# ---- design 1 ----
Fig. 1: design 1, placed cells, one color a class
Scale bar: 10 µm. Fill, decap, tap and diode cells in gray.
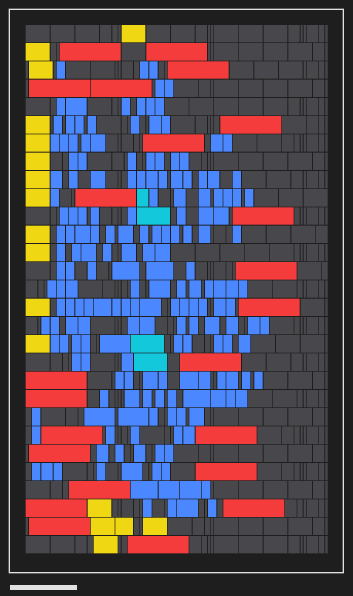
Fig. 2: design 1, local utilization
The die is cut into 5 by 8 equal tiles; white is low, dark blue is high, 0 to 100% covered.
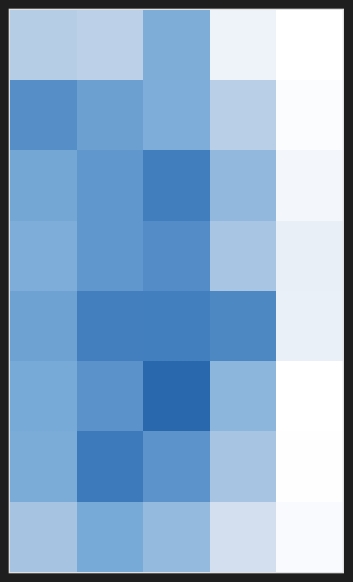
**src/rtl/car_light_scheduler.sv**
```systemverilog
// Car light command scheduler: arbitrates manual/auto lighting requests into a
// registered stay/twinkle_left/twinkle_right triple with brake priority and turn hold.
module car_light_scheduler #(
    parameter int unsigned HOLD_TICKS = 900,
    parameter int unsigned CNT_W      = 16
) (
    input  logic       clk,
    input  logic       rst_n,
    input  logic       tick,
    input  logic       power_on,
    input  logic       auto_mode,
    input  logic       man_left,
    input  logic       man_right,
    input  logic       man_brake,
    input  logic       auto_left,
    input  logic       auto_right,
    input  logic       auto_brake,
    output logic       stay,
    output logic       twinkle_left,
    output logic       twinkle_right,
    output logic [2:0] state_o
);

    // state | meaning
    // OFF   | power gated, all lights off
    // IDLE  | powered, no request active
    // BRAKE | brake request, both lights steady
    // LEFT  | left turn requested or holding
    // RIGHT | right turn requested or holding
    typedef enum logic [2:0] {
        ST_OFF   = 3'd0,
        ST_IDLE  = 3'd1,
        ST_BRAKE = 3'd2,
        ST_LEFT  = 3'd3,
        ST_RIGHT = 3'd4
    } state_t;

    localparam logic [CNT_W-1:0] HOLD_LD  = CNT_W'(HOLD_TICKS);
    localparam logic [CNT_W-1:0] HOLD_ONE = CNT_W'(1);

    state_t           r_state;
    state_t           w_state_nxt;
    logic [CNT_W-1:0] r_hold;
    logic [CNT_W-1:0] w_hold_nxt;
    logic             r_mode_q;
    logic [2:0]       r_out;
    logic [2:0]       w_out_nxt;

    logic w_sel_left;
    logic w_sel_right;
    logic w_sel_brake;
    logic w_req_l;
    logic w_req_r;
    logic w_mode_chg;
    logic w_in_turn;

    assign w_sel_left  = auto_mode ? auto_left  : man_left;
    assign w_sel_right = auto_mode ? auto_right : man_right;
    assign w_sel_brake = auto_mode ? auto_brake : man_brake;
    // Simultaneous left and right is treated as no turn request at all.
    assign w_req_l     = w_sel_left  & ~w_sel_right;
    assign w_req_r     = w_sel_right & ~w_sel_left;
    assign w_mode_chg  = (auto_mode != r_mode_q);
    assign w_in_turn   = (r_state == ST_LEFT) || (r_state == ST_RIGHT);

    always_ff @(posedge clk or negedge rst_n) begin
        if (!rst_n) begin
            r_state  <= ST_OFF;
            r_hold   <= '0;
            r_mode_q <= 1'b0;
            r_out    <= 3'b000;
        end else begin
            r_state  <= w_state_nxt;
            r_hold   <= w_hold_nxt;
            r_mode_q <= auto_mode;
            r_out    <= w_out_nxt;
        end
    end

    always_comb begin
        w_state_nxt = ST_IDLE;
        w_hold_nxt  = '0;
        if (!power_on) begin
            w_state_nxt = ST_OFF;
        end else if (r_state == ST_OFF) begin
            w_state_nxt = ST_IDLE;
        end else if (w_mode_chg) begin
            w_state_nxt = ST_IDLE;
        end else if (w_sel_brake) begin
            w_state_nxt = ST_BRAKE;
        end else if (w_req_l) begin
            w_state_nxt = ST_LEFT;
            w_hold_nxt  = HOLD_LD;
        end else if (w_req_r) begin
            w_state_nxt = ST_RIGHT;
            w_hold_nxt  = HOLD_LD;
        end else if (w_in_turn && (r_hold != '0)) begin
            // Hold phase: keep blinking until the last tick drains the counter.
            w_state_nxt = r_state;
            w_hold_nxt  = r_hold;
            if (tick) begin
                w_hold_nxt = r_hold - HOLD_ONE;
                if (r_hold == HOLD_ONE) begin
                    w_state_nxt = ST_IDLE;
                end
            end
        end
    end

    always_comb begin
        w_out_nxt = 3'b000;
        case (w_state_nxt)
            ST_BRAKE: w_out_nxt = 3'b100;
            ST_LEFT:  w_out_nxt = 3'b010;
            ST_RIGHT: w_out_nxt = 3'b001;
            default:  w_out_nxt = 3'b000;
        endcase
    end

    assign stay          = r_out[2];
    assign twinkle_left  = r_out[1];
    assign twinkle_right = r_out[0];
    assign state_o       = r_state;

endmodule
```
**config.mk**
```make
export PLATFORM = sky130hd
export DESIGN_NAME = car_light_scheduler
export DESIGN_NICKNAME = d
export VERILOG_FILES = /design/src/rtl/car_light_scheduler.sv
export SDC_FILE = /design/constraint.sdc
export NUM_CORES = 1
export LEC_CHECK = 0
export ABC_AREA = 1
export CAP_MARGIN = 0
export CORE_ASPECT_RATIO = 1.75
export CORE_MARGIN = 2
export CORE_UTILIZATION = 40
export DETAILED_ROUTE_END_ITERATION = 7
export MAX_ROUTING_LAYER = met4
export PLACE_DENSITY_LB_ADDON = 0.3
export SKIP_CTS_REPAIR_TIMING = 1
export SLEW_MARGIN = 25
export SYNTH_ARGS = -nofsm -noshare
export SYNTH_HDL_FRONTEND = slang
export SYNTH_SLANG_ARGS = --single-unit
```
**constraint.sdc**
```tcl
create_clock -name clk -period 2.9 [get_ports clk]
set_input_delay 0.87 -clock clk [delete_from_list [all_inputs] [get_ports clk]]
set_output_delay 0.87 -clock clk [all_outputs]
set_load 0.05 [all_outputs]
```
==> impl_metrics.yaml <==
# physical design summary
outcome:
  status: "finished clean"
worst_setup_path:
  cp_data_arrival_time_ns: 2.60
  path_class: "in2reg"
  critical_path.top_delay_family: "simple AND/OR/NAND/NOR gates"
  cp_num_cells: 10
sta:
  tightest_slew_ns: 0.5154
  setup-violations-final: 0
  max_freq_ghz: 0.4186
power_and_ir_drop:
  leakagePower_nw: 0.9642
  power_clock_w: 0.000202
placed_design:
  io_buffer_count: 16
route:
  dr.pass1.iters: 4
yosys:
  synth.most_common_cell: "nand2_1"
  synth_flops: 23
  synth-edff-count: 0
  synth.logic.top_family: "simple AND/OR/NAND/NOR gates"
  ys_async_sr_fraction: 1.000
finish:
  fillers: 401
  largest_reg_flops: 16
clocking:
  cts_tree: "yes"
die:
  rows: 29
  taps: 46
  die_w_um: 49.58
grt:
  grt_pass1_vias: 1297
Notes on Fig. 1 above:
color	class	cells	share of their area
blue	combinational and other logic	188	53%
yellow	remaining buffers and delay cells	17	10%
red	sequential cells	23	35%
cyan	clock drivers and dummy loads	4	2.8%
Core ar.: 3556 µm²
Seq/total area: 0.3336
design area: 1725 µm²
fin util: 0.4852

Notes on Fig. 2 above:
mean over tiles	40%
fullest tile	77%
tiles over 75% full	2.5%
emptiest ninth of the die	upper right
fp_density: 0.4089


# ---- design 2 ----
Fig. 3: design 2, routing congestion
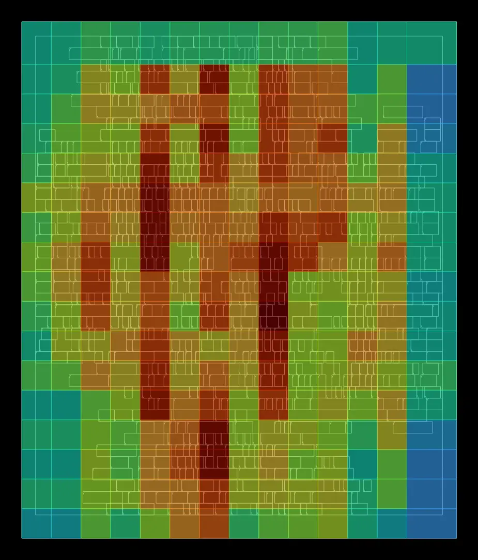
Fig. 4: design 2, local utilization
The die is cut into 10 by 12 equal tiles; white is low, dark blue is high, 0 to 100% covered.
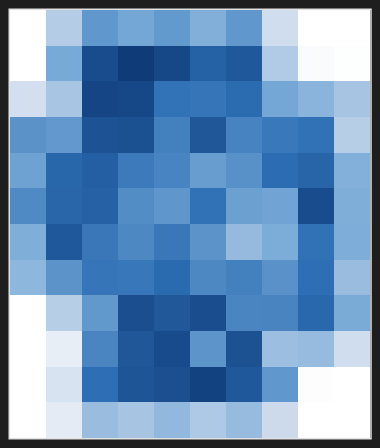
Fig. 5: design 2, placed cells, one color a class
Scale bar: 20 µm. Fill, decap, tap and diode cells in gray.
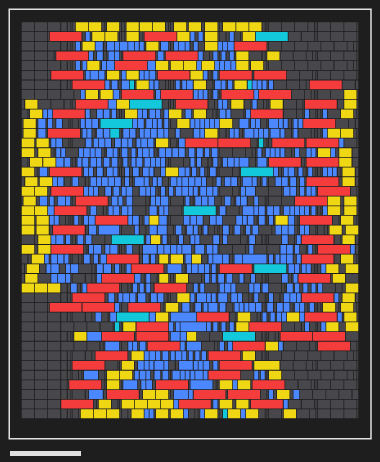
[config.mk]
export PLATFORM = sky130hd
export DESIGN_NAME = load_store_unit_flat
export DESIGN_NICKNAME = d
export VERILOG_FILES = /design/src/rtl/load_store_unit_pkg.sv /design/src/rtl/load_store_unit_if.sv /design/src/rtl/load_store_unit_extract.sv /design/src/rtl/load_store_unit.sv /design/src/flat_wrapper.sv
export SDC_FILE = /design/constraint.sdc
export NUM_CORES = 1
export LEC_CHECK = 0
export ABC_AREA = 1
export CAP_MARGIN = 20
export CORE_ASPECT_RATIO = 1.2
export CORE_MARGIN = 3
export CORE_UTILIZATION = 46
export CTS_BUF_LIST = sky130_fd_sc_hd__clkbuf_16
export DETAILED_ROUTE_END_ITERATION = 8
export HOLD_SLACK_MARGIN = 0.15
export PLACE_DENSITY = 0.91
export SLEW_MARGIN = 10
export SYNTH_ARGS = -nofsm -noshare
export SYNTH_HDL_FRONTEND = slang
export SYNTH_SLANG_ARGS = --single-unit
export TNS_END_PERCENT = 10
[constraint.sdc]
create_clock -name clk -period 3.1 [get_ports clk]
set_input_delay 0.465 -clock clk [delete_from_list [all_inputs] [get_ports clk]]
set_output_delay 0.465 -clock clk [all_outputs]
set_load 0.005 [all_outputs]
[src/rtl/load_store_unit_pkg.sv]
// load_store_unit_pkg: funct3 codes, FSM state encoding and access legality for the load/store unit.
package riscv_lsu_defs;
  localparam logic [2:0] F3_B  = 3'b000;
  localparam logic [2:0] F3_H  = 3'b001;
  localparam logic [2:0] F3_W  = 3'b010;
  localparam logic [2:0] F3_BU = 3'b100;
  localparam logic [2:0] F3_HU = 3'b101;
  typedef enum logic [2:0] {
    S_IDLE    = 3'd0,
    S_READ    = 3'd1,
    S_CAPTURE = 3'd2,
    S_WRITE   = 3'd3,
    S_DONE    = 3'd4
  } lsu_state_e;
  function automatic logic access_err(input logic we, input logic [2:0] f3, input logic [1:0] off);
    logic half_ok, word_ok;
    half_ok = !off[0];
    word_ok = off == 2'b00;
    return we ? !(f3 == F3_B || (f3 == F3_H && half_ok) || (f3 == F3_W && word_ok))
              : !(f3 == F3_B || f3 == F3_BU || ((f3 == F3_H || f3 == F3_HU) && half_ok) ||
                  (f3 == F3_W && word_ok));
  endfunction
endpackage

[src/rtl/load_store_unit_if.sv]
// load_store_unit_if: core request/response and word-memory signals of the load/store unit.
interface load_store_unit_if #(parameter int ADDR_W = 5);
  logic              req_valid;
  logic              req_ready;
  logic              req_we;
  logic [2:0]        req_funct3;
  logic [31:0]       req_addr;
  logic [31:0]       req_wdata;
  logic              resp_valid;
  logic [31:0]       resp_rdata;
  logic              resp_err;
  logic              mem_we;
  logic [ADDR_W-1:0] mem_a;
  logic [31:0]       mem_wd;
  logic [31:0]       mem_rd;
  modport slave (
    input  req_valid, req_we, req_funct3, req_addr, req_wdata, mem_rd,
    output req_ready, resp_valid, resp_rdata, resp_err, mem_we, mem_a, mem_wd
  );
  modport master (
    output req_valid, req_we, req_funct3, req_addr, req_wdata, mem_rd,
    input  req_ready, resp_valid, resp_rdata, resp_err, mem_we, mem_a, mem_wd
  );
endinterface

[src/rtl/load_store_unit_extract.sv]
// lsu_extract: little-endian byte/half lane select with sign or zero extension for loads.
module lsu_extract
  import riscv_lsu_defs::*;
(
  input  logic [31:0] rd,
  input  logic [1:0]  off,
  input  logic [2:0]  funct3,
  output logic [31:0] data
);
  logic [7:0]  b;
  logic [15:0] h;
  always_comb begin
    b    = 8'(rd >> {off, 3'b000});
    h    = off[1] ? rd[31:16] : rd[15:0];
    data = funct3 == F3_B  ? {{24{b[7]}}, b} :
           funct3 == F3_BU ? {24'h0, b} :
           funct3 == F3_H  ? {{16{h[15]}}, h} :
           funct3 == F3_HU ? {16'h0, h} : rd;
  end
endmodule

[src/rtl/load_store_unit.sv]
// load_store_unit: turns byte-addressed RV32I loads/stores into word accesses, using read-modify-write for SB/SH.
module load_store_unit
  import riscv_lsu_defs::*;
#(
  parameter int ADDR_W = 5
) (
  input logic clk,
  input logic rst,
  load_store_unit_if.slave bus
);
  lsu_state_e  state;
  logic        we_q;
  logic [2:0]  f3_q;
  logic [1:0]  off_q;
  logic        err;
  logic [31:0] ext, mask, merged;
  lsu_extract u_extract (
    .rd    (bus.mem_rd),
    .off   (off_q),
    .funct3(f3_q),
    .data  (ext)
  );
  assign bus.req_ready = state == S_IDLE;
  // mem_wd still holds the store data until CAPTURE, so the merge reads the new lanes from it
  always_comb begin
    err    = access_err(bus.req_we, bus.req_funct3, bus.req_addr[1:0]);
    mask   = (f3_q == F3_H ? 32'h0000_FFFF : 32'h0000_00FF) << {off_q, 3'b000};
    merged = (bus.mem_rd & ~mask) | ((bus.mem_wd << {off_q, 3'b000}) & mask);
  end
  always_ff @(posedge clk or posedge rst) begin
    if (rst) begin
      state          <= S_IDLE;
      we_q           <= 1'b0;
      f3_q           <= 3'b000;
      off_q          <= 2'b00;
      bus.resp_valid <= 1'b0;
      bus.resp_rdata <= 32'h0;
      bus.resp_err   <= 1'b0;
      bus.mem_we     <= 1'b0;
      bus.mem_a      <= '0;
      bus.mem_wd     <= 32'h0;
    end else begin
      case (state)
        S_IDLE: if (bus.req_valid) begin
          we_q       <= bus.req_we;
          f3_q       <= bus.req_funct3;
          off_q      <= bus.req_addr[1:0];
          bus.mem_a  <= bus.req_addr[ADDR_W+1:2];
          bus.mem_wd <= bus.req_wdata;
          if (err) begin
            state          <= S_DONE;
            bus.resp_valid <= 1'b1;
            bus.resp_err   <= 1'b1;
            bus.resp_rdata <= 32'h0;
          end else if (bus.req_we && bus.req_funct3 == F3_W) begin
            state      <= S_WRITE;
            bus.mem_we <= 1'b1;
          end else begin
            state <= S_READ;
          end
        end
        S_READ: state <= S_CAPTURE;
        S_CAPTURE: if (we_q) begin
          bus.mem_wd <= merged;
          bus.mem_we <= 1'b1;
          state      <= S_WRITE;
        end else begin
          bus.resp_rdata <= ext;
          bus.resp_err   <= 1'b0;
          bus.resp_valid <= 1'b1;
          state          <= S_DONE;
        end
        S_WRITE: begin
          bus.mem_we     <= 1'b0;
          bus.resp_rdata <= 32'h0;
          bus.resp_err   <= 1'b0;
          bus.resp_valid <= 1'b1;
          state          <= S_DONE;
        end
        S_DONE: begin
          bus.resp_valid <= 1'b0;
          state          <= S_IDLE;
        end
        default: state <= S_IDLE;
      endcase
    end
  end
endmodule

[src/flat_wrapper.sv]
// flat-port wrapper written by rule: the top's interface ports become plain ports
module load_store_unit_flat import riscv_lsu_defs::*;
#(
  parameter int ADDR_W = 5
)
  (clk, rst, bus_req_valid, bus_req_we, bus_req_funct3, bus_req_addr, bus_req_wdata, bus_mem_rd, bus_req_ready, bus_resp_valid, bus_resp_rdata, bus_resp_err, bus_mem_we, bus_mem_a, bus_mem_wd);
  load_store_unit_if #(.ADDR_W(ADDR_W)) bus_i ();
  input logic clk;
  input logic rst;
  input wire logic [$bits(bus_i.req_valid)-1:0] bus_req_valid;
  input wire logic [$bits(bus_i.req_we)-1:0] bus_req_we;
  input wire logic [$bits(bus_i.req_funct3)-1:0] bus_req_funct3;
  input wire logic [$bits(bus_i.req_addr)-1:0] bus_req_addr;
  input wire logic [$bits(bus_i.req_wdata)-1:0] bus_req_wdata;
  input wire logic [$bits(bus_i.mem_rd)-1:0] bus_mem_rd;
  output wire logic [$bits(bus_i.req_ready)-1:0] bus_req_ready;
  output wire logic [$bits(bus_i.resp_valid)-1:0] bus_resp_valid;
  output wire logic [$bits(bus_i.resp_rdata)-1:0] bus_resp_rdata;
  output wire logic [$bits(bus_i.resp_err)-1:0] bus_resp_err;
  output wire logic [$bits(bus_i.mem_we)-1:0] bus_mem_we;
  output wire logic [$bits(bus_i.mem_a)-1:0] bus_mem_a;
  output wire logic [$bits(bus_i.mem_wd)-1:0] bus_mem_wd;
  assign bus_i.req_valid = bus_req_valid;
  assign bus_i.req_we = bus_req_we;
  assign bus_i.req_funct3 = bus_req_funct3;
  assign bus_i.req_addr = bus_req_addr;
  assign bus_i.req_wdata = bus_req_wdata;
  assign bus_i.mem_rd = bus_mem_rd;
  assign bus_req_ready = bus_i.req_ready;
  assign bus_resp_valid = bus_i.resp_valid;
  assign bus_resp_rdata = bus_i.resp_rdata;
  assign bus_resp_err = bus_i.resp_err;
  assign bus_mem_we = bus_i.mem_we;
  assign bus_mem_a = bus_i.mem_a;
  assign bus_mem_wd = bus_i.mem_wd;
  load_store_unit #(.ADDR_W(ADDR_W)) u_core (.clk(clk), .rst(rst), .bus(bus_i));
endmodule
==> impl_metrics.yaml <==
# physical design summary
worst_setup_path:
  r2r_start: "u_core.off_q[0]"
  required_ns: 3.33
  path_max_fanout: 20
  crit_chain: "inv_1 > buf_4 > nand2_2 > nand2_1 > nand2_1 > nand3_1 > nand3_1 > nand2_1"
grt:
  grt_pass1_vias: 4825
finish:
  buffers: 157
  clockNetworkAreaShare: 0.03713
  num-multi-input-gates: 522
  regArea_um2: 2027
power_and_ir_drop:
  p_comb_w: 0.00327
yosys:
  synth.logic.top_family: "simple AND/OR/NAND/NOR gates"
clocking:
  clockBufferDepth: 2
route:
  dr.pass1.iters: 5
die:
  die_w_um: 101.3
  dieArea_um2: 12180
outcome:
  status: "finished clean"
placed_design:
  dpl_cell_area_um2: 6523
Notes on Fig. 3 above:
DR WL/cell: 15.94 µm
global routing usage on met1: 0.3365
total track usage: 0.2586

Notes on Fig. 4 above:
nearly empty tiles	11%
mean over tiles	54%
emptiest ninth of the die	lower left
tiles over 75% full	28%
fin util: 0.6410
Core ar.: 10570 µm²
fp_density: 0.4741

Notes on Fig. 5 above:
color	class	cells	share of their area
yellow	remaining buffers and delay cells	157	24%
blue	combinational and other logic	593	42%
cyan	clock drivers and dummy loads	15	3.8%
red	sequential cells	81	31%
design area: 6774 µm²
Core Rows: 41
Seq/total area: 0.2992



==> notes/layouts.md <==
Pictures saved along the way, in no particular order.

Met1 routing.
Supply wires on this layer in gray.
panel A
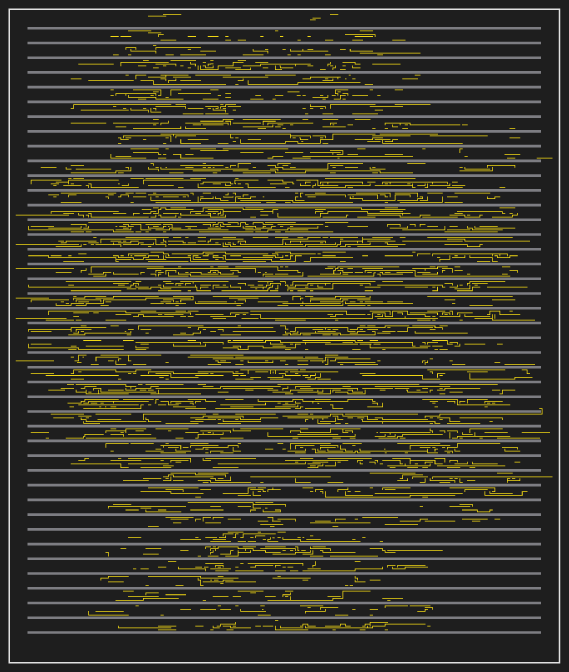
panel B
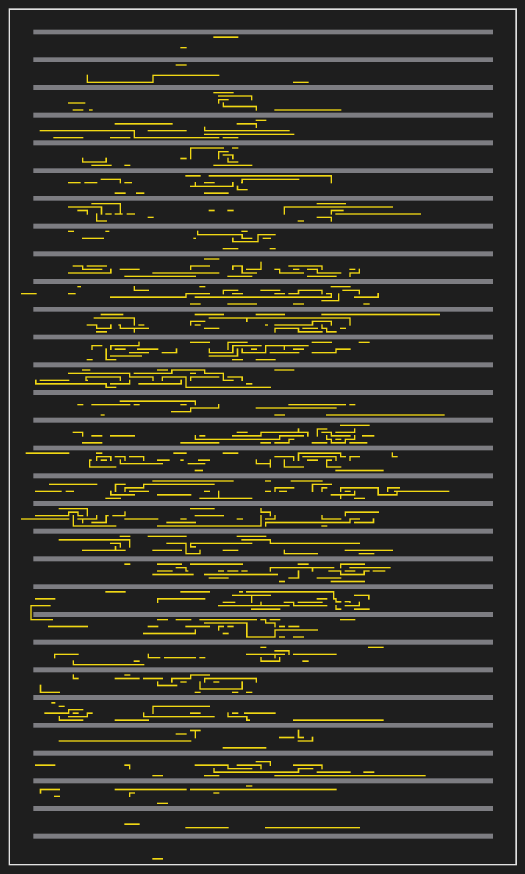
Panel B is design 1.
Panel A is design 2.

Key to panel B:
main direction	horizontal
nets with wire on the layer	219
wire length on this layer	1200 µm

